=== block 1 ===
Figure 1. PDN straps and rails (block 1).
Scale: 3 px per um. Pins as bars on the die edge.
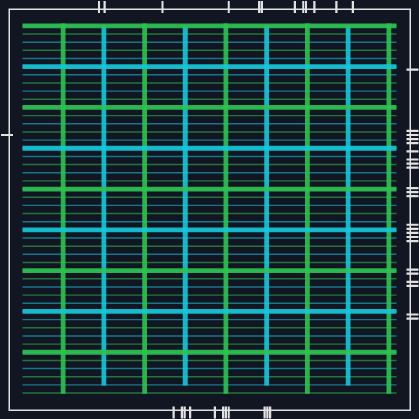

<file path="src/rtl/sr_latch_bank.sv">
// sr_latch_bank: bank of DEPTH set/reset registers with one write port,
// two registered read ports (with write-through bypass) and a clear-all
// sequencer that wipes one entry per clock.
//
// state      | meaning
// -----------+-----------------------------------------------------------
// ST_IDLE    | normal operation, set/reset writes accepted
// ST_SWEEP   | clearing entry[ptr] each edge, writes and clr_all ignored
module sr_latch_bank #(
    parameter int WIDTH  = 8,
    parameter int DEPTH  = 8,
    parameter int ADDR_W = 3
) (
    input  logic              clk,
    input  logic              reset_n,
    input  logic [WIDTH-1:0]  in,
    input  logic [ADDR_W-1:0] wr_addr,
    input  logic              set,
    input  logic              reset,
    input  logic              clr_all,
    input  logic [ADDR_W-1:0] rd_addr_a,
    output logic [WIDTH-1:0]  out_a,
    input  logic [ADDR_W-1:0] rd_addr_b,
    output logic [WIDTH-1:0]  out_b,
    output logic [DEPTH-1:0]  valid,
    output logic              busy
);

    localparam logic [0:0] ST_IDLE  = 1'b0;
    localparam logic [0:0] ST_SWEEP = 1'b1;

    localparam logic [ADDR_W-1:0] LAST_PTR = ADDR_W'(DEPTH - 1);

    logic [0:0]        state;
    logic [ADDR_W-1:0] ptr;
    logic              sweeping;
    logic              wr_en;
    logic [WIDTH-1:0]  wr_data;

    logic [WIDTH-1:0]  mem     [DEPTH];
    logic [WIDTH-1:0]  mem_nxt [DEPTH];
    logic [DEPTH-1:0]  valid_nxt;
    logic [WIDTH-1:0]  rd_a_nxt;
    logic [WIDTH-1:0]  rd_b_nxt;

    assign sweeping = (state == ST_SWEEP);
    assign busy     = sweeping;

    // Out-of-range write addresses simply match no entry below, so no
    // explicit range check is needed here. clr_all pre-empts a same-cycle write.
    assign wr_en   = !sweeping && !clr_all && (set || reset);
    assign wr_data = reset ? '0 : in;

    // Next contents of the bank: sweep clear, else accepted write, else hold.
    always_comb begin
        valid_nxt = valid;
        for (int i = 0; i < DEPTH; i++) begin
            mem_nxt[i] = mem[i];
            if (sweeping && (ptr == ADDR_W'(i))) begin
                mem_nxt[i]   = '0;
                valid_nxt[i] = 1'b0;
            end else if (wr_en && (wr_addr == ADDR_W'(i))) begin
                mem_nxt[i]   = wr_data;
                valid_nxt[i] = !reset;
            end
        end
    end

    // Read muxes look at next contents so same-edge updates bypass through;
    // addresses at or beyond DEPTH match nothing and read as zero.
    always_comb begin
        rd_a_nxt = '0;
        rd_b_nxt = '0;
        for (int i = 0; i < DEPTH; i++) begin
            if (rd_addr_a == ADDR_W'(i)) rd_a_nxt = mem_nxt[i];
            if (rd_addr_b == ADDR_W'(i)) rd_b_nxt = mem_nxt[i];
        end
    end

    // Bank storage and valid flags.
    always_ff @(posedge clk or negedge reset_n) begin
        if (!reset_n) begin
            for (int i = 0; i < DEPTH; i++) mem[i] <= '0;
            valid <= '0;
        end else begin
            for (int i = 0; i < DEPTH; i++) mem[i] <= mem_nxt[i];
            valid <= valid_nxt;
        end
    end

    // Registered read ports.
    always_ff @(posedge clk or negedge reset_n) begin
        if (!reset_n) begin
            out_a <= '0;
            out_b <= '0;
        end else begin
            out_a <= rd_a_nxt;
            out_b <= rd_b_nxt;
        end
    end

    // Clear sequencer: one entry per edge, DEPTH edges, no restart while busy.
    always_ff @(posedge clk or negedge reset_n) begin
        if (!reset_n) begin
            state <= ST_IDLE;
            ptr   <= '0;
        end else begin
            case (state)
                ST_IDLE: begin
                    if (clr_all) begin
                        state <= ST_SWEEP;
                        ptr   <= '0;
                    end
                end
                ST_SWEEP: begin
                    if (ptr == LAST_PTR) begin
                        state <= ST_IDLE;
                        ptr   <= '0;
                    end else begin
                        ptr <= ptr + 1'b1;
                    end
                end
                default: begin
                    state <= ST_IDLE;
                    ptr   <= '0;
                end
            endcase
        end
    end

endmodule
</file>
<file path="config.mk">
export PLATFORM = sky130hd
export DESIGN_NAME = sr_latch_bank
export DESIGN_NICKNAME = d
export VERILOG_FILES = /design/src/rtl/sr_latch_bank.sv
export SDC_FILE = /design/constraint.sdc
export NUM_CORES = 1
export LEC_CHECK = 0
export ABC_AREA = 0
export CAP_MARGIN = 20
export CORE_MARGIN = 4
export CORE_UTILIZATION = 30
export CTS_CLUSTER_SIZE = 8
export DETAILED_ROUTE_END_ITERATION = 8
export GPL_TIMING_DRIVEN = 0
export PLACE_DENSITY = 0.5
export SYNTH_ARGS = -nofsm -noshare
export SYNTH_HDL_FRONTEND = slang
export SYNTH_SLANG_ARGS = --single-unit
export TNS_END_PERCENT = 50
</file>
<file path="constraint.sdc">
create_clock -name clk -period 2.2 [get_ports clk]
set_clock_uncertainty 0.2 [all_clocks]
set_input_delay 0.44 -clock clk [delete_from_list [all_inputs] [get_ports clk]]
set_output_delay 0.44 -clock clk [all_outputs]
set_load 0.1 [all_outputs]
</file>
=== block 2 ===
===== src/rtl/logic_unit_pipe.sv =====
// Registered bitwise logic unit with valid/ready handshakes and multi-beat
// AND/OR accumulation of IN1 across bursts terminated by IN_LAST.
module logic_unit_pipe #(
  parameter int WIDTH  = 8,
  parameter int CNT_W  = 8,
  parameter int ACC_EN = 1
) (
  input  logic             i_clk,
  input  logic             i_rst_n,
  input  logic [WIDTH-1:0] i_in1,
  input  logic [WIDTH-1:0] i_in2,
  input  logic [2:0]       i_op,
  input  logic             i_in_last,
  input  logic             i_in_valid,
  output logic             o_in_ready,
  output logic [WIDTH-1:0] o_out,
  output logic             o_out_zero,
  output logic [CNT_W-1:0] o_out_cnt,
  output logic             o_out_valid,
  input  logic             i_out_ready
);

  localparam logic [0:0] S_IDLE  = 1'b0;
  localparam logic [0:0] S_ACCUM = 1'b1;

  localparam logic [2:0] OP_AND     = 3'd0;
  localparam logic [2:0] OP_OR      = 3'd1;
  localparam logic [2:0] OP_NOT     = 3'd2;
  localparam logic [2:0] OP_XOR     = 3'd3;
  localparam logic [2:0] OP_NAND    = 3'd4;
  localparam logic [2:0] OP_NOR     = 3'd5;
  localparam logic [2:0] OP_ACC_AND = 3'd6;
  localparam logic [2:0] OP_ACC_OR  = 3'd7;

  localparam logic [CNT_W-1:0] CNT_ONE = {{(CNT_W-1){1'b0}}, 1'b1};

  logic             r_started;
  logic [0:0]       r_state;
  logic [WIDTH-1:0] r_acc;
  logic             r_acc_or;
  logic [CNT_W-1:0] r_cnt;
  logic [WIDTH-1:0] r_out;
  logic             r_out_zero;
  logic [CNT_W-1:0] r_out_cnt;
  logic             r_out_valid;

  logic [2:0]       w_op_eff;
  logic             w_is_acc;
  logic             w_in_hs;
  logic [WIDTH-1:0] w_single;
  logic [WIDTH-1:0] w_fold;
  logic [CNT_W-1:0] w_cnt_inc;
  logic [0:0]       w_state_next;
  logic [WIDTH-1:0] w_acc_next;
  logic             w_acc_or_next;
  logic [CNT_W-1:0] w_cnt_next;
  logic             w_load;
  logic [WIDTH-1:0] w_res;
  logic [CNT_W-1:0] w_res_cnt;

  function automatic logic bit_op(input logic [2:0] op, input logic a, input logic b);
    logic r;
    case (op)
      OP_AND:  r = a & b;
      OP_OR:   r = a | b;
      OP_NOT:  r = ~a;
      OP_XOR:  r = a ^ b;
      OP_NAND: r = ~(a & b);
      OP_NOR:  r = ~(a | b);
      default: r = a;
    endcase
    return r;
  endfunction

  // Without accumulation support, codes 6/7 degrade to a plain AND.
  generate
    if (ACC_EN != 0) begin : g_acc_on
      assign w_op_eff = i_op;
    end else begin : g_acc_off
      assign w_op_eff = (i_op[2:1] == 2'b11) ? OP_AND : i_op;
    end
  endgenerate

  assign w_is_acc = (w_op_eff == OP_ACC_AND) || (w_op_eff == OP_ACC_OR);

  generate
    for (genvar gi = 0; gi < WIDTH; gi++) begin : g_bit
      assign w_single[gi] = bit_op(w_op_eff, i_in1[gi], i_in2[gi]);
      assign w_fold[gi]   = r_acc_or ? (r_acc[gi] | i_in1[gi]) : (r_acc[gi] & i_in1[gi]);
    end
  endgenerate

  assign w_cnt_inc  = (&r_cnt) ? r_cnt : (r_cnt + CNT_ONE);
  assign o_in_ready = r_started & (~r_out_valid | i_out_ready);
  assign w_in_hs    = i_in_valid & o_in_ready;

  always_comb begin
    w_state_next  = r_state;
    w_acc_next    = r_acc;
    w_acc_or_next = r_acc_or;
    w_cnt_next    = r_cnt;
    w_load        = 1'b0;
    w_res         = w_single;
    w_res_cnt     = CNT_ONE;
    if (w_in_hs) begin
      if (r_state == S_ACCUM) begin
        // Mid-burst beats use the op latched at burst start; OP is ignored.
        w_acc_next = w_fold;
        w_cnt_next = w_cnt_inc;
        if (i_in_last) begin
          w_load       = 1'b1;
          w_res        = w_fold;
          w_res_cnt    = w_cnt_inc;
          w_state_next = S_IDLE;
          w_acc_next   = '0;
          w_cnt_next   = '0;
        end
      end else if (w_is_acc) begin
        if (i_in_last) begin
          w_load = 1'b1;
          w_res  = i_in1;
        end else begin
          w_acc_next    = i_in1;
          w_acc_or_next = (w_op_eff == OP_ACC_OR);
          w_cnt_next    = CNT_ONE;
          w_state_next  = S_ACCUM;
        end
      end else begin
        w_load = 1'b1;
      end
    end
  end

  always_ff @(posedge i_clk or negedge i_rst_n) begin
    if (!i_rst_n) begin
      r_started   <= 1'b0;
      r_state     <= S_IDLE;
      r_acc       <= '0;
      r_acc_or    <= 1'b0;
      r_cnt       <= '0;
      r_out       <= '0;
      r_out_zero  <= 1'b1;
      r_out_cnt   <= '0;
      r_out_valid <= 1'b0;
    end else begin
      r_started <= 1'b1;
      r_state   <= w_state_next;
      r_acc     <= w_acc_next;
      r_acc_or  <= w_acc_or_next;
      r_cnt     <= w_cnt_next;
      if (w_load) begin
        r_out       <= w_res;
        r_out_zero  <= ~|w_res;
        r_out_cnt   <= w_res_cnt;
        r_out_valid <= 1'b1;
      end else if (i_out_ready) begin
        r_out_valid <= 1'b0;
      end
    end
  end

  assign o_out       = r_out;
  assign o_out_zero  = r_out_zero;
  assign o_out_cnt   = r_out_cnt;
  assign o_out_valid = r_out_valid;

endmodule


===== config.mk =====
export PLATFORM = sky130hd
export DESIGN_NAME = logic_unit_pipe
export DESIGN_NICKNAME = d
export VERILOG_FILES = /design/src/rtl/logic_unit_pipe.sv
export SDC_FILE = /design/constraint.sdc
export NUM_CORES = 1
export LEC_CHECK = 0
export CAP_MARGIN = 30
export CORE_ASPECT_RATIO = 1.5
export CORE_UTILIZATION = 54
export CTS_CLUSTER_SIZE = 30
export DETAILED_ROUTE_END_ITERATION = 10
export PLACE_DENSITY = 0.76
export RECOVER_POWER = 25
export SKIP_CTS_REPAIR_TIMING = 1
export SLEW_MARGIN = 30
export SYNTH_ARGS = -nofsm -noshare
export SYNTH_HDL_FRONTEND = slang
export SYNTH_SLANG_ARGS = --single-unit

===== constraint.sdc =====
create_clock -name i_clk -period 2.2 [get_ports i_clk]
set_input_delay 0.66 -clock i_clk [delete_from_list [all_inputs] [get_ports i_clk]]
set_output_delay 0.66 -clock i_clk [all_outputs]
set_load 0.01 [all_outputs]

=== block 3 ===
## config.mk

```make
export PLATFORM = sky130hd
export DESIGN_NAME = mem_arbiter
export DESIGN_NICKNAME = d
export VERILOG_FILES = /design/src/rtl/mem_arbiter.sv
export SDC_FILE = /design/constraint.sdc
export NUM_CORES = 1
export LEC_CHECK = 0
export ABC_AREA = 1
export CAP_MARGIN = 5
export CORE_AREA = 4 4 229 231
export CTS_CLUSTER_DIAMETER = 200
export CTS_CLUSTER_SIZE = 8
export DETAILED_ROUTE_END_ITERATION = 12
export DIE_AREA = 0 0 233 235
export DONT_BUFFER_PORTS = 1
export SETUP_SLACK_MARGIN = 0.4
export SLEW_MARGIN = 20
export SYNTH_ARGS = -nofsm -noshare
export SYNTH_HDL_FRONTEND = slang
export SYNTH_SLANG_ARGS = --single-unit
```

## constraint.sdc

```tcl
create_clock -name clk_i -period 3.5 [get_ports clk_i]
set_clock_uncertainty 0.05 [all_clocks]
set_input_delay 0.7 -clock clk_i [delete_from_list [all_inputs] [get_ports clk_i]]
set_output_delay 0.7 -clock clk_i [all_outputs]
set_load 0.02 [all_outputs]
```

## src/rtl/mem_arbiter.sv

```systemverilog
// mem_arbiter: shares one cache-line memory port between I-cache and D-cache.
// Define MEM_ARB_RR_EN for round-robin arbitration (default: DC fixed priority).
module mem_arbiter #(
  parameter int ADDR_WIDTH       = 20,
  parameter int CACHE_LINE_BYTES = 16,
  parameter int TIMEOUT_CYCLES   = 255
) (
  input  logic                          clk_i,
  input  logic                          rst_i,
  input  logic                          ic_req_i,
  input  logic [ADDR_WIDTH-1:0]         ic_addr_i,
  output logic                          ic_gnt_o,
  output logic                          ic_rvalid_o,
  input  logic                          dc_req_i,
  input  logic                          dc_we_i,
  input  logic [ADDR_WIDTH-1:0]         dc_addr_i,
  input  logic [8*CACHE_LINE_BYTES-1:0] dc_wdata_i,
  output logic                          dc_gnt_o,
  output logic                          dc_rvalid_o,
  output logic                          dc_write_done_o,
  output logic [8*CACHE_LINE_BYTES-1:0] rdata_o,
  output logic                          mem_req_o,
  output logic                          mem_we_o,
  output logic [ADDR_WIDTH-1:0]         mem_addr_o,
  output logic [8*CACHE_LINE_BYTES-1:0] mem_wdata_o,
  input  logic                          mem_gnt_i,
  input  logic                          mem_rvalid_i,
  input  logic                          mem_write_done_i,
  input  logic [8*CACHE_LINE_BYTES-1:0] mem_rdata_i,
  output logic                          busy_o,
  output logic                          owner_o,
  output logic                          err_o
);

  localparam int LINE_BITS = 8*CACHE_LINE_BYTES;
  localparam bit WD_EN = (TIMEOUT_CYCLES > 0);
  localparam int CW =
    (TIMEOUT_CYCLES > 1) ? $clog2(TIMEOUT_CYCLES + 1) : 1;
  localparam logic [CW-1:0] WD_LAST =
    CW'((TIMEOUT_CYCLES > 0) ? TIMEOUT_CYCLES - 1 : 0);

  typedef enum logic [1:0] {
    S_IDLE,
    S_ISSUE,
    S_WAIT
  } state_t;

  state_t                 state_q;
  state_t                 state_d;
  logic [ADDR_WIDTH-1:0]  addr_q;
  logic                   we_q;
  logic [LINE_BITS-1:0]   wdata_q;
  logic                   owner_q;
  logic [CW-1:0]          wd_q;
  logic [CW-1:0]          wd_d;

  logic                   latch;
  logic                   pick_dc;
  logic                   gnt;
  logic                   done;
  logic                   expire;
  logic                   rsp_hit;

`ifdef MEM_ARB_RR_EN
  // rr_q remembers the last latched requester (1 = DC)
  logic rr_q;

  assign pick_dc = dc_req_i && (!ic_req_i || !rr_q);

  always_ff @(posedge clk_i) begin
    if (rst_i) begin
      rr_q <= 1'b1;
    end else if (latch) begin
      rr_q <= pick_dc;
    end
  end
`else
  assign pick_dc = dc_req_i;
`endif

  // Only the response matching the latched direction completes
  assign rsp_hit = we_q ? mem_write_done_i : mem_rvalid_i;

  always_comb begin
    state_d = state_q;
    wd_d    = wd_q;
    latch   = 1'b0;
    gnt     = 1'b0;
    done    = 1'b0;
    expire  = 1'b0;
    unique case (state_q)
      S_IDLE: begin
        if (ic_req_i || dc_req_i) begin
          latch   = 1'b1;
          state_d = S_ISSUE;
        end
      end
      S_ISSUE: begin
        if (mem_gnt_i) begin
          gnt  = 1'b1;
          wd_d = '0;
          if (rsp_hit) begin
            done    = 1'b1;
            state_d = S_IDLE;
          end else begin
            state_d = S_WAIT;
          end
        end
      end
      S_WAIT: begin
        if (rsp_hit) begin
          done    = 1'b1;
          state_d = S_IDLE;
        end else if (WD_EN && wd_q == WD_LAST) begin
          expire  = 1'b1;
          state_d = S_IDLE;
        end else if (WD_EN) begin
          wd_d = wd_q + 1'b1;
        end
      end
      default: begin
        state_d = S_IDLE;
      end
    endcase
  end

  always_ff @(posedge clk_i) begin
    if (rst_i) begin
      state_q <= S_IDLE;
      wd_q    <= '0;
      addr_q  <= '0;
      we_q    <= 1'b0;
      wdata_q <= '0;
      owner_q <= 1'b0;
    end else begin
      state_q <= state_d;
      wd_q    <= wd_d;
      if (latch) begin
        owner_q <= pick_dc;
        addr_q  <= pick_dc ? dc_addr_i : ic_addr_i;
        we_q    <= pick_dc && dc_we_i;
        wdata_q <= pick_dc ? dc_wdata_i : '0;
      end
    end
  end

  assign mem_req_o   = (state_q == S_ISSUE);
  assign mem_we_o    = we_q;
  assign mem_addr_o  = addr_q;
  assign mem_wdata_o = wdata_q;

  assign ic_gnt_o        = gnt && !owner_q;
  assign dc_gnt_o        = gnt && owner_q;
  assign ic_rvalid_o     = done && !we_q && !owner_q;
  assign dc_rvalid_o     = done && !we_q && owner_q;
  assign dc_write_done_o = done && we_q && owner_q;

  assign rdata_o = mem_rdata_i;
  assign busy_o  = (state_q != S_IDLE);
  assign owner_o = owner_q;
  assign err_o   = expire;

endmodule
```

=== block 4 ===
## config.mk

```make
export PLATFORM = sky130hd
export DESIGN_NAME = dmem_access_ctrl
export DESIGN_NICKNAME = d
export VERILOG_FILES = /design/src/rtl/dmem_access_ctrl.sv
export SDC_FILE = /design/constraint.sdc
export NUM_CORES = 1
export LEC_CHECK = 0
export CAP_MARGIN = 10
export CELL_PAD_IN_SITES_DETAIL_PLACEMENT = 0
export CELL_PAD_IN_SITES_GLOBAL_PLACEMENT = 2
export CORE_MARGIN = 5
export CORE_UTILIZATION = 32
export DETAILED_ROUTE_END_ITERATION = 16
export PLACE_DENSITY = 0.95
export SLEW_MARGIN = 10
export SYNTH_ARGS = -nofsm -noshare
export SYNTH_HDL_FRONTEND = slang
export SYNTH_SLANG_ARGS = --single-unit
```

## constraint.sdc

```tcl
create_clock -name clk -period 5.35 [get_ports clk]
set_input_delay 1.07 -clock clk [delete_from_list [all_inputs] [get_ports clk]]
set_output_delay 1.07 -clock clk [all_outputs]
set_load 0.02 [all_outputs]
```

## src/rtl/dmem_access_ctrl.sv

```systemverilog
// Load/store sequencer between the memory stage and a word-addressed data memory.
// Handles sub-word stores by read-modify-write and extends sub-word loads.
module dmem_access_ctrl #(
    parameter int DEPTH = 1024,
    parameter int AW    = 32
) (
    input  logic          clk,
    input  logic          rst,
    input  logic          req_valid,
    output logic          req_ready,
    input  logic          req_we,
    input  logic [1:0]    req_size,
    input  logic          req_unsigned,
    input  logic [AW-1:0] req_addr,
    input  logic [31:0]   req_wdata,
    output logic          rsp_valid,
    input  logic          rsp_ready,
    output logic [31:0]   rsp_rdata,
    output logic          rsp_err,
    output logic [31:0]   mem_a,
    output logic [31:0]   mem_wd,
    output logic          mem_we,
    input  logic [31:0]   mem_rd
);

    typedef enum logic [2:0] {IDLE, LOAD, RMW_RD, WRITE, RESP} state_e;

    localparam logic [1:0] SZ_B = 2'b00;
    localparam logic [1:0] SZ_H = 2'b01;
    localparam logic [1:0] SZ_W = 2'b10;
    localparam logic [AW-3:0] DEPTH_W = (AW-2)'(DEPTH);

    state_e        state_q, state_d;
    logic          we_q, we_d;
    logic [1:0]    size_q, size_d;
    logic          uns_q, uns_d;
    logic [AW-1:0] addr_q, addr_d;
    logic [31:0]   wdata_q, wdata_d;
    logic [31:0]   old_q, old_d;
    logic [31:0]   rdata_q, rdata_d;
    logic          err_q, err_d;

    logic          req_err;
    logic [7:0]    byte_sel;
    logic [15:0]   half_sel;
    logic [31:0]   load_ext;
    logic [31:0]   merged;

    always_comb begin
        req_err = 1'b0;
        if (req_size == 2'b11)                          req_err = 1'b1;
        if (req_size == SZ_H && req_addr[0])            req_err = 1'b1;
        if (req_size == SZ_W && req_addr[1:0] != 2'b00) req_err = 1'b1;
        if (req_addr[AW-1:2] >= DEPTH_W)                req_err = 1'b1;
    end

    // Lane selection and extension of the word currently on mem_rd
    always_comb begin
        byte_sel = mem_rd[{addr_q[1:0], 3'b000} +: 8];
        half_sel = mem_rd[{addr_q[1], 4'b0000} +: 16];
        case (size_q)
            SZ_B:    load_ext = {{24{~uns_q & byte_sel[7]}}, byte_sel};
            SZ_H:    load_ext = {{16{~uns_q & half_sel[15]}}, half_sel};
            default: load_ext = mem_rd;
        endcase
    end

    always_comb begin
        merged = old_q;
        if (size_q == SZ_B) merged[{addr_q[1:0], 3'b000} +: 8] = wdata_q[7:0];
        else                merged[{addr_q[1], 4'b0000} +: 16] = wdata_q[15:0];
    end

    always_comb begin
        state_d = state_q;
        we_d    = we_q;
        size_d  = size_q;
        uns_d   = uns_q;
        addr_d  = addr_q;
        wdata_d = wdata_q;
        old_d   = old_q;
        rdata_d = rdata_q;
        err_d   = err_q;
        case (state_q)
            IDLE: begin
                if (req_valid) begin
                    we_d    = req_we;
                    size_d  = req_size;
                    uns_d   = req_unsigned;
                    addr_d  = req_addr;
                    wdata_d = req_wdata;
                    rdata_d = '0;
                    err_d   = req_err;
                    if (req_err)           state_d = RESP;
                    else if (!req_we)      state_d = LOAD;
                    else if (req_size == SZ_W) state_d = WRITE;
                    else                   state_d = RMW_RD;
                end
            end
            LOAD: begin
                rdata_d = load_ext;
                state_d = RESP;
            end
            RMW_RD: begin
                old_d   = mem_rd;
                state_d = WRITE;
            end
            WRITE:   state_d = RESP;
            RESP:    if (rsp_ready) state_d = IDLE;
            default: state_d = IDLE;
        endcase
    end

    always_ff @(posedge clk or negedge rst) begin
        if (!rst) begin
            state_q <= IDLE;
            we_q    <= 1'b0;
            size_q  <= 2'b00;
            uns_q   <= 1'b0;
            addr_q  <= '0;
            wdata_q <= '0;
            old_q   <= '0;
            rdata_q <= '0;
            err_q   <= 1'b0;
        end else begin
            state_q <= state_d;
            we_q    <= we_d;
            size_q  <= size_d;
            uns_q   <= uns_d;
            addr_q  <= addr_d;
            wdata_q <= wdata_d;
            old_q   <= old_d;
            rdata_q <= rdata_d;
            err_q   <= err_d;
        end
    end

    // Memory strobes decode straight from state so reset kills a write instantly
    always_comb begin
        mem_a  = '0;
        mem_wd = '0;
        mem_we = 1'b0;
        if (state_q == LOAD || state_q == RMW_RD || state_q == WRITE)
            mem_a = {addr_q[31:2], 2'b00};
        if (state_q == WRITE) begin
            mem_we = 1'b1;
            mem_wd = (size_q == SZ_W) ? wdata_q : merged;
        end
    end

    assign req_ready = (state_q == IDLE);
    assign rsp_valid = (state_q == RESP);
    assign rsp_rdata = rdata_q;
    assign rsp_err   = err_q;

    logic unused_ok;
    assign unused_ok = we_q;

endmodule
```

Figure 2. Placement by cell class (block 4).
Scale: 2 px per um. Fill, decap, tap and diode cells in grey.
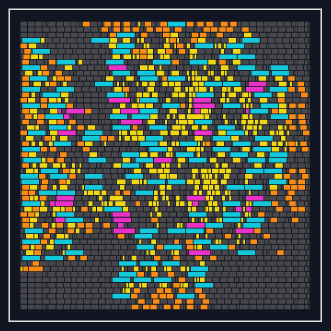
- orange: other buffers and delay cells (cells 209; share of their area 22%)
- magenta: clock drivers and dummy loads (cells 32; share of their area 7.1%)
- yellow: combinational and other logic (cells 431; share of their area 34%)
- cyan: flops (cells 135; share of their area 36%)

==> flow_results.org, block 4 <==
* Flow results

** Status
- The run finished with clean final reports.

** Final timing
- Setup slack on the critical path of the routed design comes to around 790 ps.
- The pin closest to its max-slew limit shows a slew of 1180 ps.

** Cells and area
- Register Area :: about 3400 sq um
- Fin nets :: 903
- Fraction of layout cells with a size suffix above 1 :: 18.6%
- The final layout report lists a filler cell count of 1,985.

** Global routing
- The global routing report lists combined usage of all routing layers as around a fifth.
- Number of global-route vias before repair :: slightly below 6k
- Number of antenna violations at the first check in global routing :: 0

** Synthesis
- The synthesized design devotes to its leading area cell type between 50% and 60% of total area.
- Post-synth mux share :: 18.4%

** Worst hold path
- Endpoint with the worst hold slack :: rsp_rdata[6]$_DFFE_PN0P_

** Routing
- Per the detail_route report, the via count comes to 5,615.
- Per the detail_route report, routed wire per instance is 21.0 um.
- The routed design has 22,700 um of wire.
block 4: cell type report:
cell class                      count  area share, %
Multi-Input combinational cell    423           32.7
Timing Repair Buffer              209           21.6
Clock buffer                       18           4.55
Tap cell                          275           3.57
Sequential cell                   135           35.0
Inverter                            8          0.311
Clock inverter                     14           2.28
block 4: state kept, by name, indices dropped and copies added (netlist names):
register / count
rsp_rdata: 32
uns_q: 1
rsp_err: 1
addr_q: 32
size_q: 2
old_q: 32
state_q: 3
wdata_q: 32
Figure 3. Placement by cell class (block 1).
Scale: 2 px per um. Fill, decap, tap and diode cells in grey.
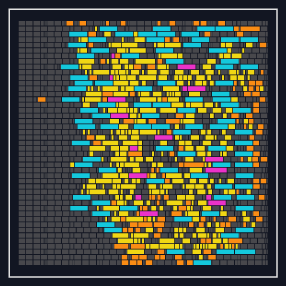
- cyan: flops (cells 92; share of their area 33%)
- orange: other buffers and delay cells (cells 133; share of their area 17%)
- magenta: clock drivers and dummy loads (cells 16; share of their area 4.3%)
- yellow: combinational and other logic (cells 338; share of their area 46%)

Figure 4. Wiring by layer (block 1).
Scale: 3 px per um. Two of the layers only.
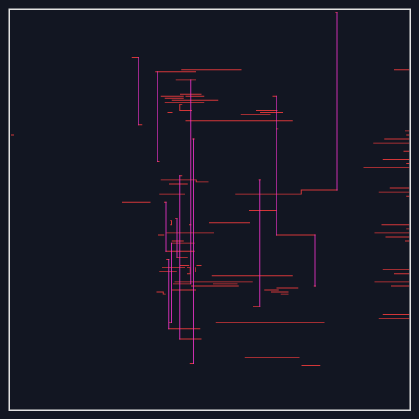
- red: metal 3 (wire length 686 um)
- magenta: metal 4 (wire length 493 um)

## Picture notes: Figure 1
- green: VSS
- cyan: VDD
- met5 straps: 9
- rows: 45
- met1 rails: 46

==> flow_results.org, block 1 <==
* Flow results

** Status
- Status :: finished with violations
- Violations in the final reports :: negative setup slack

** Global routing
- The via count of the first global-routing pass came to 4,277.
- The first global-routing pass estimated about 25,000 um of wire.
- Fraction of met3 tracks used by global routing :: 2.68%
- On met2, the global router reports a usage of about 30%.

** Synthesis
- By instance count, the leading cell after synthesis is sky130_fd_sc_hd__dfrtp_1.
- Net Count, Synth :: approximately 500
- Flip-flops with a built-in enable :: 0
- Dominant combinational family :: simple AND/OR/NAND/NOR gates
- Synthesized-area fraction occupied by xor and xnor cells :: 0%
- Chip Area, Yosys :: 4700 sq um
- The share of the Yosys chip area taken by registers is roughly 49%.

** Routing
- Summed over all nets, wire length on met3 after detailed routing comes to 686 um.
- The final route contains 4,153 vias.

** Cells and area
- Leaving out buffers and inverters, the combinational logic in the layout accounts for 3160 sq um.
- P&R area growth vs syn :: 55.3%

** Clock network
- The number of hold buffers added after CTS was 1.
- Per the CTS log, the buffer count on the longest clock path is 2.

** Pwr
- Power in sequential cells :: 2060 uW
- P_int :: 3520 uW

** Critical path
- Endpoint class of the critical path :: flip-flop
- FF-to-FF Start :: busy$_DFF_PN0_
- Reg2reg path depth :: 9
- STA lists the maximum fanout along the critical path as 10.

** Final timing
- Setup violations, final :: 34
- In the post-route analysis, the smallest setup slack over all paths is -452 ps.

** Flow run
- In this run the tools logged warnings totalling 33.

** Place
- Count of input and output buffers :: 46

** Worst hold path
- Worst Hold Class :: primary input to flip-flop
==> block 1: critical path: stages <==
cell                              delay, ps
sky130_fd_sc_hd__clkdlybuf4s50_1        630
sky130_fd_sc_hd__nand2b_1               170
sky130_fd_sc_hd__clkbuf_2               290
sky130_fd_sc_hd__and2_1                 690
sky130_fd_sc_hd__nor4_2                 160
sky130_fd_sc_hd__a211oi_1               300
==> block 1: sequential cells by signal, indices dropped and copies added, names as in the netlist <==
| register | count |
|---|---|
| out_b | 8 |
| mem | 64 |
| valid | 8 |
| out_a | 8 |
| ptr | 3 |
| busy | 1 |
Figure 5. Wiring by layer (block 3).
Scale: 1.5 px per um. Two of the layers only.
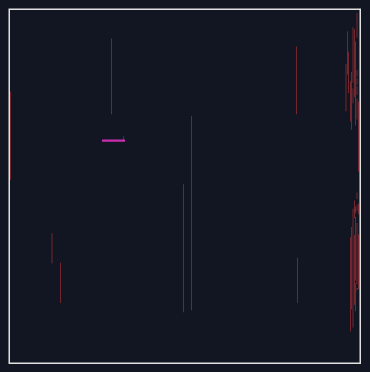
- magenta: metal 5 (wire length 13.8 um)
- red: metal 4 (wire length 1,250 um)

==> flow_results.org, block 3 <==
* Flow results

** Status
- The run finished with clean final reports.

** Final timing
- Setup violations, final :: 0
- Period utilization :: approximately 82%

** Cells and area
- Flip-flop count of the largest register after layout :: 128
- Across the whole layout, multi-input logic makes up about a third of the cell area.
- The number of sequential cells reported for the layout is 160.
- The library cells used most frequently in the layout, excluding fill and tap cells, are sky130_fd_sc_hd__nand2_1 (300), sky130_fd_sc_hd__a21oi_1 (176), sky130_fd_sc_hd__dfxtp_1 (160).
- Most frequent standard cell in the layout excluding fill and tap cells :: sky130_fd_sc_hd__nand2_1

** Synthesis
- The most frequently used library cell after synthesis is sky130_fd_sc_hd__nand2_1.
- The synthesized design contains 0 enable-type register cells.
- The chip area line in the Yosys stat output reads 7160 sq um.
- The cell count after synthesis came out at about 960.
- Cell Area, Synth :: slightly above 7000 sq um

** Die
- The overall die size recorded for this design is 54,800 sq um.
- Row count :: 82
- During I/O placement, the number of pins put on the boundary was approximately 590.

** Clock network
- H-tree lvl count :: 4

** Place
- Setup slack on the worst path after placement came out at 1120 ps.

** Critical path
- Endpoint class of the critical path :: output pin
- Grouping stages by cell kind, the critical path spends the most delay in simple AND/OR/NAND/NOR gates.
- The worst-case reg-to-reg setup slack stands at 1330 ps.
## block 3: cells by family (layout without fill, tap and decap cells)
logic type                 count (synthesis)  count (layout)  share of synthesized area, %
adders and majority gates                  6               6                          1.05
DFF                                      160             160                          44.7
AOI/OAI and AO/OA                        200             200                          14.3
other                                      0               3                             0
buffers and inverters                    228              80                          20.3
and+or+nand+nor                          365             365                          19.7
## block 3: routing by layer
metal | track usage [%] | up-vias | routed length [um]
met5 | 0.446 | - | 13
met4 | 5.72 | 2 | 1250
met3 | 5.16 | 75 | 3340
met2 | 13.2 | 340 | 11000
met1 | 7.98 | 2396 | 8020
li1 | - | 2593 | -
Figure 6. Wiring by layer (block 2).
Scale: 4 px per um. Two of the layers only.
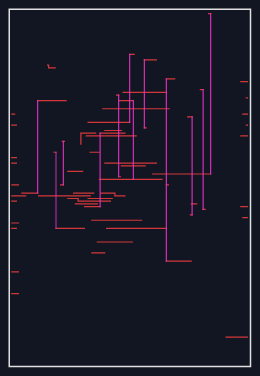
- magenta: metal 4 (wire length 286 um)
- red: metal 3 (wire length 284 um)

Figure 7. Routed clock nets over the placement (block 2).
Scale: 6 px per um.
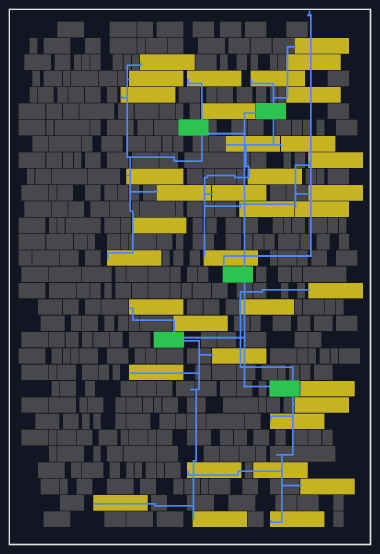
- green: clock drivers (count 5)
- blue: clock wires (length 482 um)
- yellow: flip-flops (count 37)
- routed clock nets: 6

==> flow_results.org, block 2 <==
* Flow results

** Cells and area
- Count of multi-input combinational gates :: 237
- Ranked by total area, the top cell class in this layout is logic gates.
- The finished layout reports a core utilization of 81.2%.
- Fraction of layout cells with a size suffix above 1 :: approximately 28%
- In the final layout, flip-flops and latches occupy 927 sq um.

** Synthesis
- Net Count, Synth :: 360
- After synthesis, flip-flops and latches occupy 34.1% of the total area.
- Post-Synth Adder-Cell Area :: 10.4%
- Warnings reported by Yosys during synthesis add up to 0.
- The gate-level netlist out of Yosys references around 52 unique cell types.

** Final timing
- Actual slew at the worst max-slew pin :: between 900 and 1000 ps

** Critical path
- STA classifies the critical path startpoint as a primary input.
- Critical register-to-register path endpoint :: r_cnt[3]$_DFFE_PN0P_
- Following the worst setup path forward leads to its endpoint at o_in_ready.
- Register-to-register setup slack :: 270 ps

** Routing
- After detailed routing, the average wire length per cell comes to 15.8 um.
- DRT iter0 DRCs :: 185

** Pwr
- Leak pwr :: 0.00195 uW
- The internal portion of the total power is 1820 uW.

** Worst hold path
- Worst Hold Class :: flip-flop to flip-flop
- Endpoint with the worst hold slack :: o_out_cnt[7]$_DFFE_PN0P_
- Hold Path Origin :: o_out_cnt[7]$_DFFE_PN0P_

** Die
- Core region area :: 4850 sq um
- Tapcells inserted :: 66

** Place
- Routability-driven placement finished with a final weighted congestion of 0.876.
- Detailed-placement wirelength estimate :: ~5100 um

** Global routing
- Pin count of the biggest net entering global routing :: 38

** Status
- Status :: finished clean
-- block 2: metal layers --
metal	track usage (%)	part of all wire (%)
met1	30.2	38
met2	51.6	54
met3	3.47	3.8
met4	14.0	3.8
met5	0	0
-- block 2: metrics by stage --
stage	hold WS, ps	total power [uW]	TNS (ps)
2_1_floorplan	364	1490	0
3_3_place_gp	454	1860	-5960
3_5_place_dp	472	1890	-7130
4_1_cts	415	2610	-1080
5_1_grt	516	2870	-186
6_report	482	2720	0

==> gallery <==
Cell outlines without signal wires.
shot_01.png
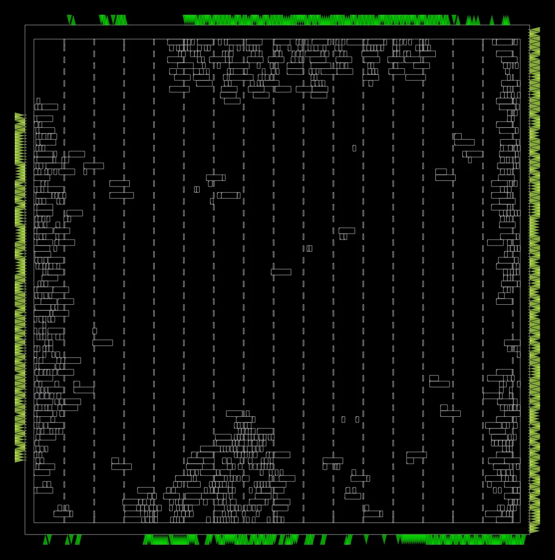
shot_02.png
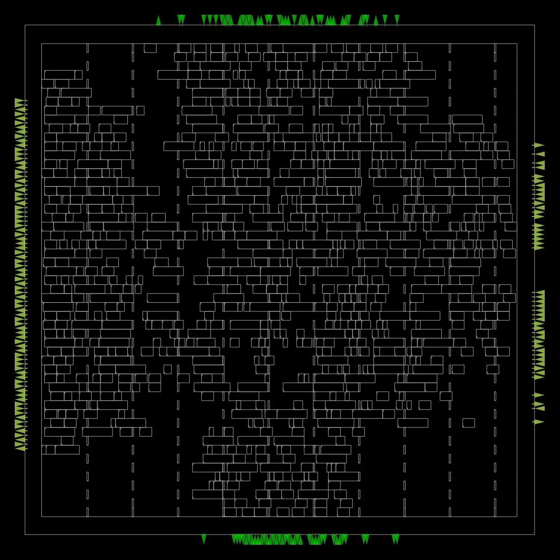
shot_03.png
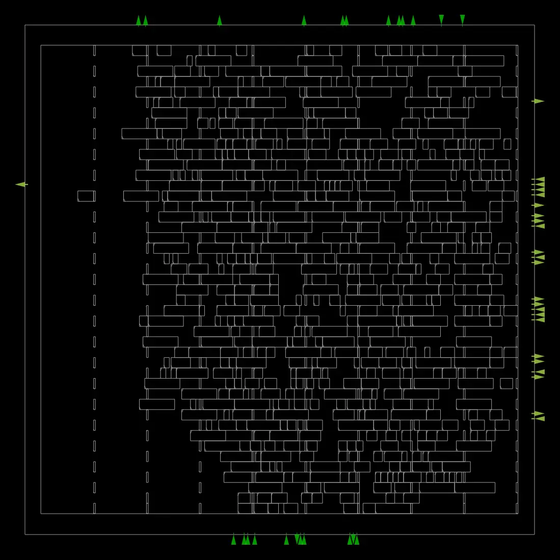
shot_04.png
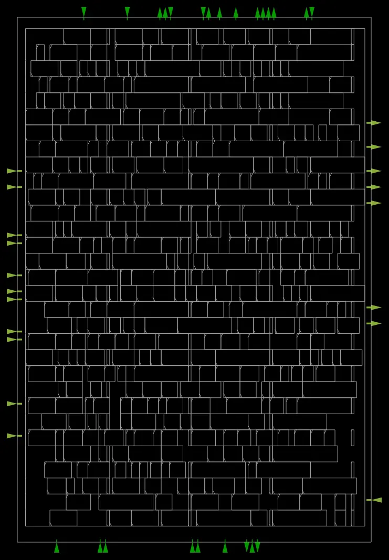
| picture | from |
|---|---|
| shot_02.png | block 4 |
| shot_03.png | block 1 |
| shot_01.png | block 3 |
| shot_04.png | block 2 |
Of these, highest utilization: shot_04.png
Of these, fewest sequential cells: shot_04.png


=== block 5 ===
Figure 8. Cell outlines without signal wires (block 5).
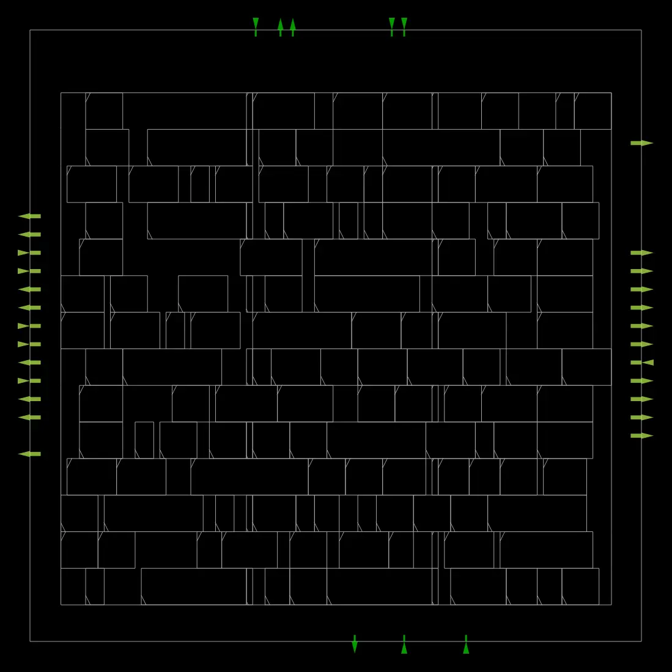

`config.mk`:
```
export PLATFORM = sky130hd
export DESIGN_NAME = control_unit
export DESIGN_NICKNAME = d
export VERILOG_FILES = /design/src/rtl/control_unit.sv
export SDC_FILE = /design/constraint.sdc
export NUM_CORES = 1
export LEC_CHECK = 0
export CORE_MARGIN = 2
export CORE_UTILIZATION = 39
export DETAILED_ROUTE_END_ITERATION = 8
export GPL_ROUTABILITY_DRIVEN = 0
export GPL_TIMING_DRIVEN = 0
export HOLD_SLACK_MARGIN = 0.08
export MAX_ROUTING_LAYER = met4
export PLACE_DENSITY = 0.78
export SLEW_MARGIN = 20
export SYNTH_ARGS = -nofsm -noshare
export SYNTH_HDL_FRONTEND = slang
export SYNTH_SLANG_ARGS = --single-unit
```
`constraint.sdc`:
```
create_clock -name clock -period 2 [get_ports clock]
set_input_delay 0.6 -clock clock [delete_from_list [all_inputs] [get_ports clock]]
set_output_delay 0.6 -clock clock [all_outputs]
set_load 0.03 [all_outputs]
```
`src/rtl/control_unit.sv`:
```
// Multi-cycle instruction sequencer: FETCH/DECODE/EXEC(/WB) driving RAM, register file, ALU and PC strobes.
// Optional illegal-opcode trap (opcodes 0x5/0x6 -> HALT) enabled by CONTROL_UNIT_ILLEGAL_TRAP_EN.
module control_unit (
  input  logic       clock,
  input  logic       reset,
  input  logic       run,
  input  logic [7:0] instr,
  output logic       ram_enable,
  output logic       we,
  output logic       gp_read,
  output logic       gp_write,
  output logic [3:0] gp_sel,
  output logic       grab_ula,
  output logic       latch_ula,
  output logic [3:0] ula_operation,
  output logic       pc_increment,
  output logic       pc_count,
  output logic [3:0] operand,
  output logic       halted,
  output logic       illegal
);

  typedef enum logic [2:0] {
    IDLE   = 3'd0,
    FETCH  = 3'd1,
    DECODE = 3'd2,
    EXEC   = 3'd3,
    WB     = 3'd4,
    HALT   = 3'd5
  } state_t;

  state_t     state_q, state_d;
  logic [7:0] ir_q, ir_d;
  logic [3:0] opcode;
  logic       trap_set;

  assign opcode  = ir_q[7:4];
  assign gp_sel  = ir_q[3:0];
  assign operand = ir_q[3:0];

  always_ff @(posedge clock) begin
    if (reset) begin
      state_q <= IDLE;
      ir_q    <= 8'h00;
    end else begin
      state_q <= state_d;
      ir_q    <= ir_d;
    end
  end

`ifdef CONTROL_UNIT_ILLEGAL_TRAP_EN
  logic illegal_q;

  always_ff @(posedge clock) begin
    if (reset) begin
      illegal_q <= 1'b0;
    end else if (trap_set) begin
      illegal_q <= 1'b1;
    end
  end

  assign illegal = illegal_q;
`else
  assign illegal = 1'b0;
`endif

  always_comb begin
    state_d       = state_q;
    ir_d          = ir_q;
    trap_set      = 1'b0;
    ram_enable    = 1'b0;
    we            = 1'b0;
    gp_read       = 1'b0;
    gp_write      = 1'b0;
    grab_ula      = 1'b0;
    latch_ula     = 1'b0;
    ula_operation = 4'h0;
    pc_increment  = 1'b0;
    pc_count      = 1'b0;
    halted        = 1'b0;

    case (state_q)
      IDLE: begin
        if (run) state_d = FETCH;
      end
      FETCH: begin
        ram_enable = 1'b1;
        state_d    = DECODE;
      end
      DECODE: begin
        // RAM data arrives one cycle after the FETCH strobe
        ir_d         = instr;
        pc_increment = 1'b1;
        state_d      = EXEC;
      end
      EXEC: begin
        state_d = IDLE;
        if (opcode[3]) begin
          grab_ula      = 1'b1;
          ula_operation = {1'b0, opcode[2:0]};
          state_d       = WB;
        end else begin
          case (opcode)
            4'h1: gp_read  = 1'b1;
            4'h2: gp_write = 1'b1;
            4'h3: pc_count = 1'b1;
            4'h4: begin
              ram_enable = 1'b1;
              we         = 1'b1;
            end
            4'h7: state_d = HALT;
`ifdef CONTROL_UNIT_ILLEGAL_TRAP_EN
            4'h5, 4'h6: begin
              trap_set = 1'b1;
              state_d  = HALT;
            end
`endif
            default: ;
          endcase
        end
      end
      WB: begin
        latch_ula     = 1'b1;
        gp_write      = 1'b1;
        ula_operation = {1'b0, opcode[2:0]};
        state_d       = IDLE;
      end
      HALT: begin
        halted = 1'b1;
      end
      default: state_d = IDLE;
    endcase
  end

endmodule
```
=== block 6 ===
`src/rtl/dwconv_pkg.sv`:
```
// dwconv_pkg: shared widths, sizes and FSM state type for the depthwise 3x3 engine.
package dwconv_pkg;
    localparam int DATA_W       = 8;
    localparam int ACC_W        = 32;
    localparam int TAPS         = 9;
    localparam int TAP_W        = 4;
    localparam int WEIGHT_DEPTH = 1024;
    localparam int ADDR_WIDTH   = 10;

    typedef enum logic [1:0] {IDLE, MAC, DONE} state_e;

    // Full-precision int8 x int8 product; the casts sign-extend before multiplying.
    function automatic logic signed [2*DATA_W-1:0] mac_prod(
        input logic signed [DATA_W-1:0] a,
        input logic signed [DATA_W-1:0] b
    );
        return (2*DATA_W)'(a) * (2*DATA_W)'(b);
    endfunction
endpackage

```
`src/rtl/depthwise_conv3x3_engine.sv`:
```
// depthwise_conv3x3_engine: sequential 3x3 int8 dot product, one tap per cycle,
// result held with result_valid until clear, restart or reset.
module depthwise_conv3x3_engine
    import dwconv_pkg::*;
(
    input  logic                     clock,
    input  logic                     reset,
    input  logic signed [DATA_W-1:0] window_in      [TAPS-1:0],
    input  logic signed [DATA_W-1:0] kernel_weights [TAPS-1:0],
    input  logic                     start_conv,
    input  logic                     clear,
    output logic signed [ACC_W-1:0]  conv_result,
    output logic                     result_valid
);
    state_e                   state_q;
    logic signed [DATA_W-1:0] win_q [TAPS-1:0];
    logic signed [DATA_W-1:0] ker_q [TAPS-1:0];
    logic signed [ACC_W-1:0]  acc_q;
    logic signed [ACC_W-1:0]  acc_d;
    logic signed [ACC_W-1:0]  result_q;
    logic [TAP_W-1:0]         tap_q;
    logic                     valid_q;

    always_comb acc_d = acc_q + ACC_W'(mac_prod(win_q[tap_q], ker_q[tap_q]));

    // tap_q == TAPS is a finalize cycle that publishes the completed sum.
    always_ff @(posedge clock or posedge reset) begin
        if (reset) begin
            state_q  <= IDLE;
            win_q    <= '{default: '0};
            ker_q    <= '{default: '0};
            acc_q    <= '0;
            tap_q    <= '0;
            result_q <= '0;
            valid_q  <= 1'b0;
        end else if (clear) begin
            state_q  <= IDLE;
            acc_q    <= '0;
            tap_q    <= '0;
            result_q <= '0;
            valid_q  <= 1'b0;
        end else begin
            case (state_q)
                IDLE, DONE: if (start_conv) begin
                    win_q   <= window_in;
                    ker_q   <= kernel_weights;
                    acc_q   <= '0;
                    tap_q   <= '0;
                    valid_q <= 1'b0;
                    state_q <= MAC;
                end
                MAC: if (tap_q == TAP_W'(TAPS)) begin
                    result_q <= acc_q;
                    valid_q  <= 1'b1;
                    state_q  <= DONE;
                end else begin
                    acc_q <= acc_d;
                    tap_q <= tap_q + 1'b1;
                end
                default: state_q <= IDLE;
            endcase
        end
    end

    assign conv_result  = result_q;
    assign result_valid = valid_q;
endmodule

```
`config.mk`:
```
export PLATFORM = sky130hd
export DESIGN_NAME = depthwise_conv3x3_engine
export DESIGN_NICKNAME = d
export VERILOG_FILES = /design/src/rtl/dwconv_pkg.sv /design/src/rtl/depthwise_conv3x3_engine.sv
export SDC_FILE = /design/constraint.sdc
export NUM_CORES = 1
export LEC_CHECK = 0
export ABC_AREA = 1
export CAP_MARGIN = 20
export CORE_ASPECT_RATIO = 0.9
export CORE_MARGIN = 2
export CORE_UTILIZATION = 53
export CTS_CLUSTER_SIZE = 8
export DETAILED_ROUTE_END_ITERATION = 10
export PLACE_DENSITY = 0.76
export SKIP_CTS_REPAIR_TIMING = 1
export SYNTH_ARGS = -nofsm -noshare
export SYNTH_HDL_FRONTEND = slang
export SYNTH_SLANG_ARGS = --single-unit
export TNS_END_PERCENT = 30
```
`constraint.sdc`:
```
create_clock -name clock -period 21.9 [get_ports clock]
set_input_delay 4.38 -clock clock [delete_from_list [all_inputs] [get_ports clock]]
set_output_delay 4.38 -clock clock [all_outputs]
set_load 0.03 [all_outputs]
```

==> gallery <==
Placement by cell class.
Plate I
Scale: 6 px per um. Fill, decap, tap and diode cells in grey.
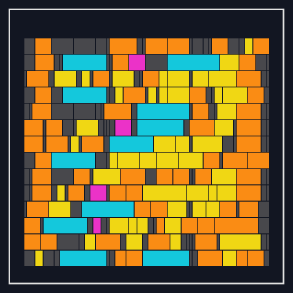
Plate II
Scale: 1.5 px per um. Fill, decap, tap and diode cells in grey.
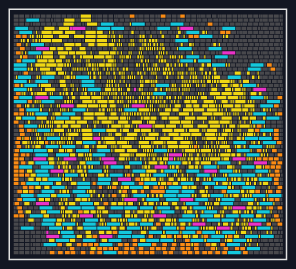
Plate II: block 6
Plate I: block 5
- highest utilization: Plate I

Figure 9. Wiring by layer (block 6).
Scale: 2 px per um. Two of the layers only.
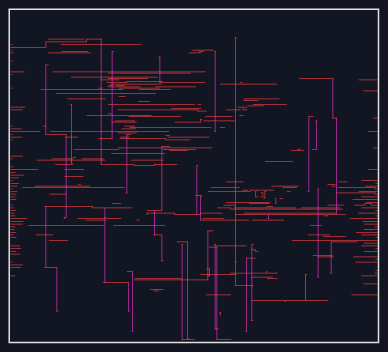
- red: metal 3 (wire length 3,020 um)
- magenta: metal 4 (wire length 1,120 um)

==> flow_results.org, block 6 <==
* Flow results

** Place
- Routability-driven placement finished with a final weighted congestion of 0.954.

** Clock network
- The CTS log lists the clock sinks for this run as 215.
- In this run the clock root is driven by a sky130_fd_sc_hd__clkbuf_16.

** Synthesis
- Sequential cells were found to cover 34.9% of the synthesized design area.

** Cells and area
- There are approximately 220 flip-flops and latches.
- Flip-flop and latch share of the layout cell area :: 29.4%
- Counting plain and timing-repair buffers in the layout gives about 190.

** Global routing
- Pin count of the biggest net entering global routing :: ~130
- The first global-routing pass estimated between 60,000 and 70,000 um of wire.

** Flow run
- Warnings raised by the tools during the run amount to 31.

** Final timing
- Hold timing on the final database bottoms out at a slack of about 470 ps.
- The clock arrives with 14.5 ps of skew.

** Die
- In this run the vertical extent of the chip is 166 um.
- The die is 184 um wide.

** Critical path
- Total buffers and inverters traversed by the critical path :: 4
- Endpoint class of the critical path :: flip-flop
- Register-to-register setup slack :: approximately 15,000 ps
- Critical Path End :: acc_q[27]$_DFFE_PP0P_

** Status
- Status :: finished clean

** Worst hold path
- Endpoint with the worst hold slack :: result_valid$_DFFE_PP0P_
-- block 6: cell families after synthesis --
logic type,count (synthesis),share of synthesized area (%)
simple gates,550,14.7
buf+inv,354,9.37
compound gates,247,9.37
flops,215,34.9
fa+ha+maj,208,23.5
mux,110,8.03
xor+xnor,4,0.227
-- block 6: routing by layer --
layer	vias to the layer above	track usage, %
met5	-	0
li1	5682	-
met4	0	7.17
met2	442	43.0
met1	5991	38.6
met3	76	4.52
Figure 10. Routed clock nets over the placement (block 5).
Scale: 12 px per um.
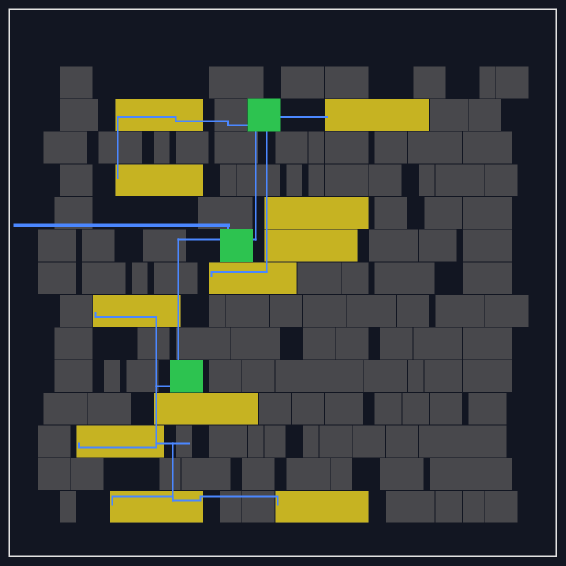
- blue: clock wires (length 136 um)
- green: clock drivers (count 3)
- yellow: flip-flops (count 11)
- routed clock nets: 4

## Picture notes: Figure 8
row count: 14
Final Instance Count excl. Fillers: 144
flip-flop and latch share of the layout cell area: 19.0%
tapcells inserted: 16
Fillers: 110

==> flow_results.org, block 5 <==
* Flow results

** Cells and area
- The top cell types in the final layout, fill and taps aside, are sky130_fd_sc_hd__buf_4 (30), sky130_fd_sc_hd__buf_6 (11), sky130_fd_sc_hd__clkdlybuf4s50_1 (10).
- Cells with a size suffix above 1 make up 51.6% of the layout.
- Seq Cell Count :: 11
- Fin nets :: 140

** Place
- Per the placement report, the placed cell count is 120.
- OpenSTA, run right after detailed placement, puts the worst setup slack at -378 ps.

** Die
- In this run the full chip footprint comes out at slightly above 2000 sq um.
- Once the floorplan was initialized, standard cells occupied a little over two fifths of the core.
- Die height :: around 45 um

** Routing
- Post-detailed-route count of antenna-violating nets :: 0
- Top layer in use :: met4

** Worst hold path
- Endpoint with the worst hold slack :: state_q[1]$_SDFFE_PP0P_

** Critical path
- Type of origin of the critical path :: flip-flop

** Synthesis
- Tally of yosys warning messages :: 0

** Status
- The flow ran to the end, but the final reports show violations.
- The final reports fail on negative setup slack.

** Final timing
- On the final layout, the worst hold slack is 458 ps.
- In the final report, the number of endpoints failing setup comes to 8.
- Maximum clock frequency :: 471 MHz
- Worst setup margin :: -125 ps

** Clock network
- Post-CTS setup buffer count :: 12
- Buffer type at the clock tree root :: sky130_fd_sc_hd__clkbuf_4
- Gates resized during post-CTS repair numbered ~82.

** Global routing
- Routing resource usage on met1 recorded by global route was 20.0%.
block 5: critical path, cell delays in order (launching register included):
cell and delay (ps):
sky130_fd_sc_hd__dfxtp_4 340, sky130_fd_sc_hd__or4b_4 540, sky130_fd_sc_hd__buf_6 130, sky130_fd_sc_hd__a21oi_2 120, sky130_fd_sc_hd__buf_6 140
block 5: kinds of logic after synthesis:
logic type             Yosys count  share of synthesized area, %
XOR/XNOR                         1                          1.31
other                            1                         0.559
AND-OR/OR-AND                    7                          6.90
flip-flops                      11                          32.8
buffers and inverters           16                          17.3
AND/OR/NAND/NOR                 29                          29.1
multiplexers                     8                          11.9


## Gallery

PDN straps and rails.
(a)
Scale: 4 px per um. Pins as bars on the die edge.
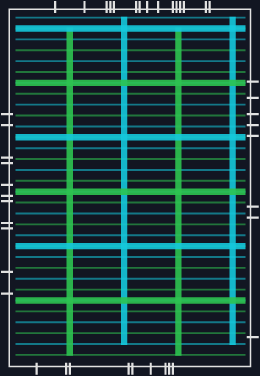
(b)
Scale: 2 px per um. Pins as bars on the die edge.
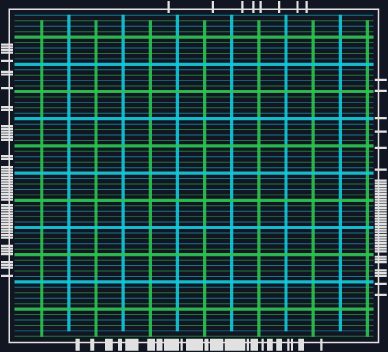
(c)
Scale: 8 px per um. Pins as bars on the die edge.
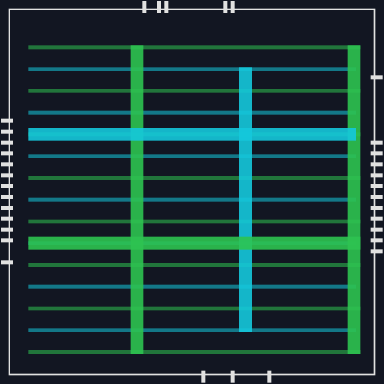
(d)
Scale: 1.5 px per um. Pins as bars on the die edge.
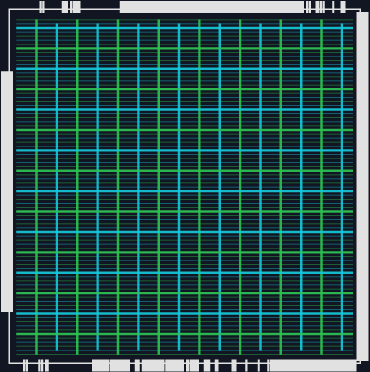
(e)
Scale: 2 px per um. Pins as bars on the die edge.
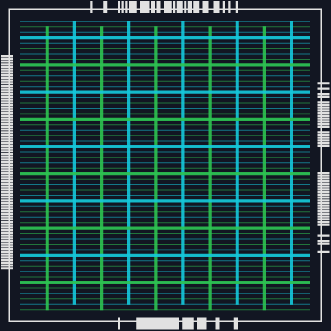
(d) -> block 3
(e) -> block 4
(c) -> block 5
(b) -> block 6
(a) -> block 2

Key to (b):
- cyan: VDD
- green: VSS
- rows: 59
- signal pins: 181


## Gallery

Routed clock nets over the placement.
image #1
Scale: 3 px per um.
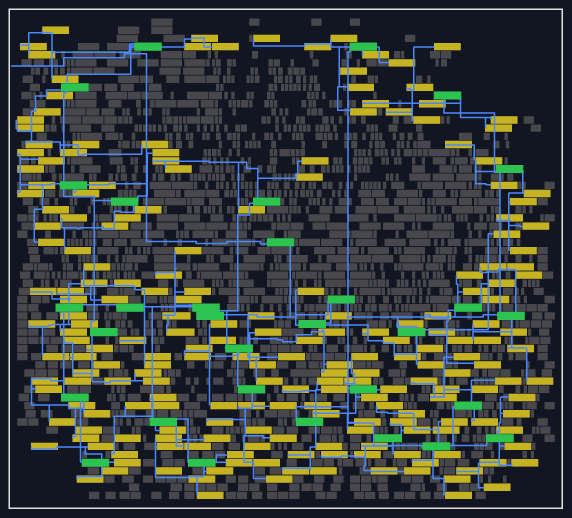
image #2
Scale: 4 px per um.
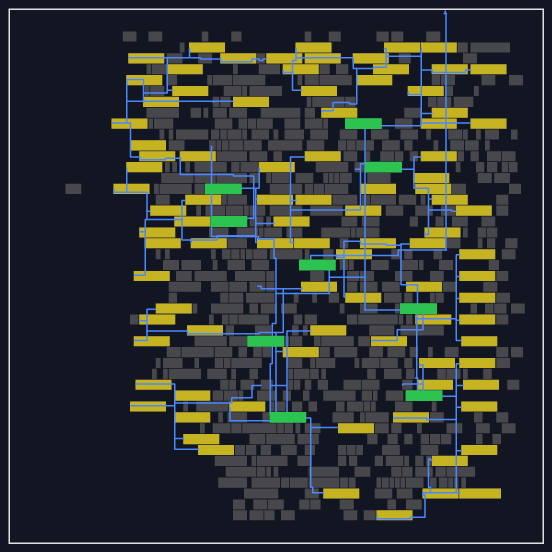
image #3
Scale: 2 px per um.
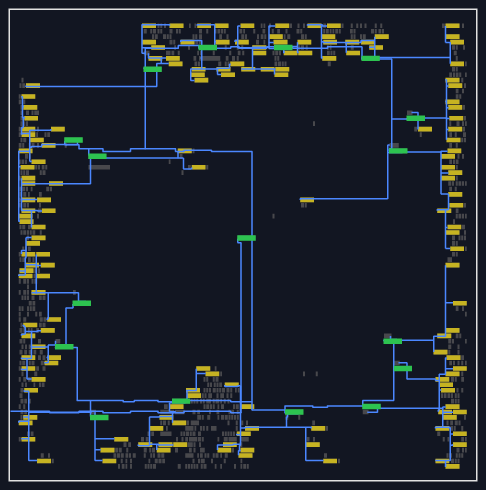
image #4
Scale: 4 px per um.
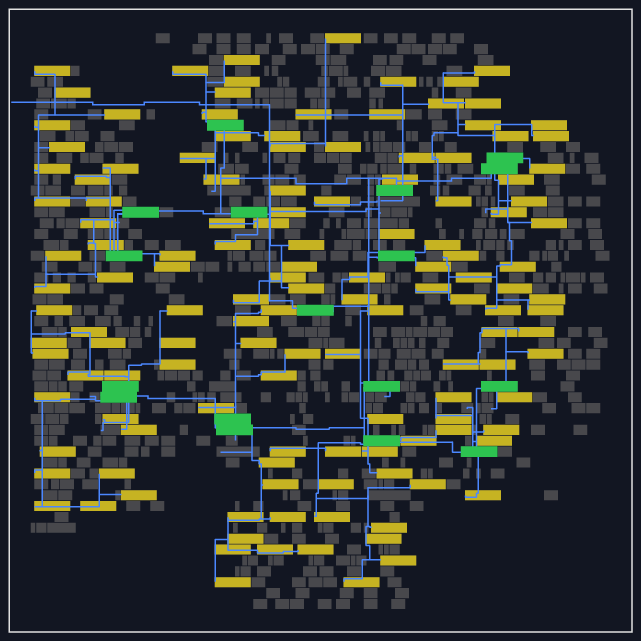
- image #4 = block 4
- image #3 = block 3
- image #1 = block 6
- image #2 = block 1

Power is estimated from default activity; no workload was simulated.
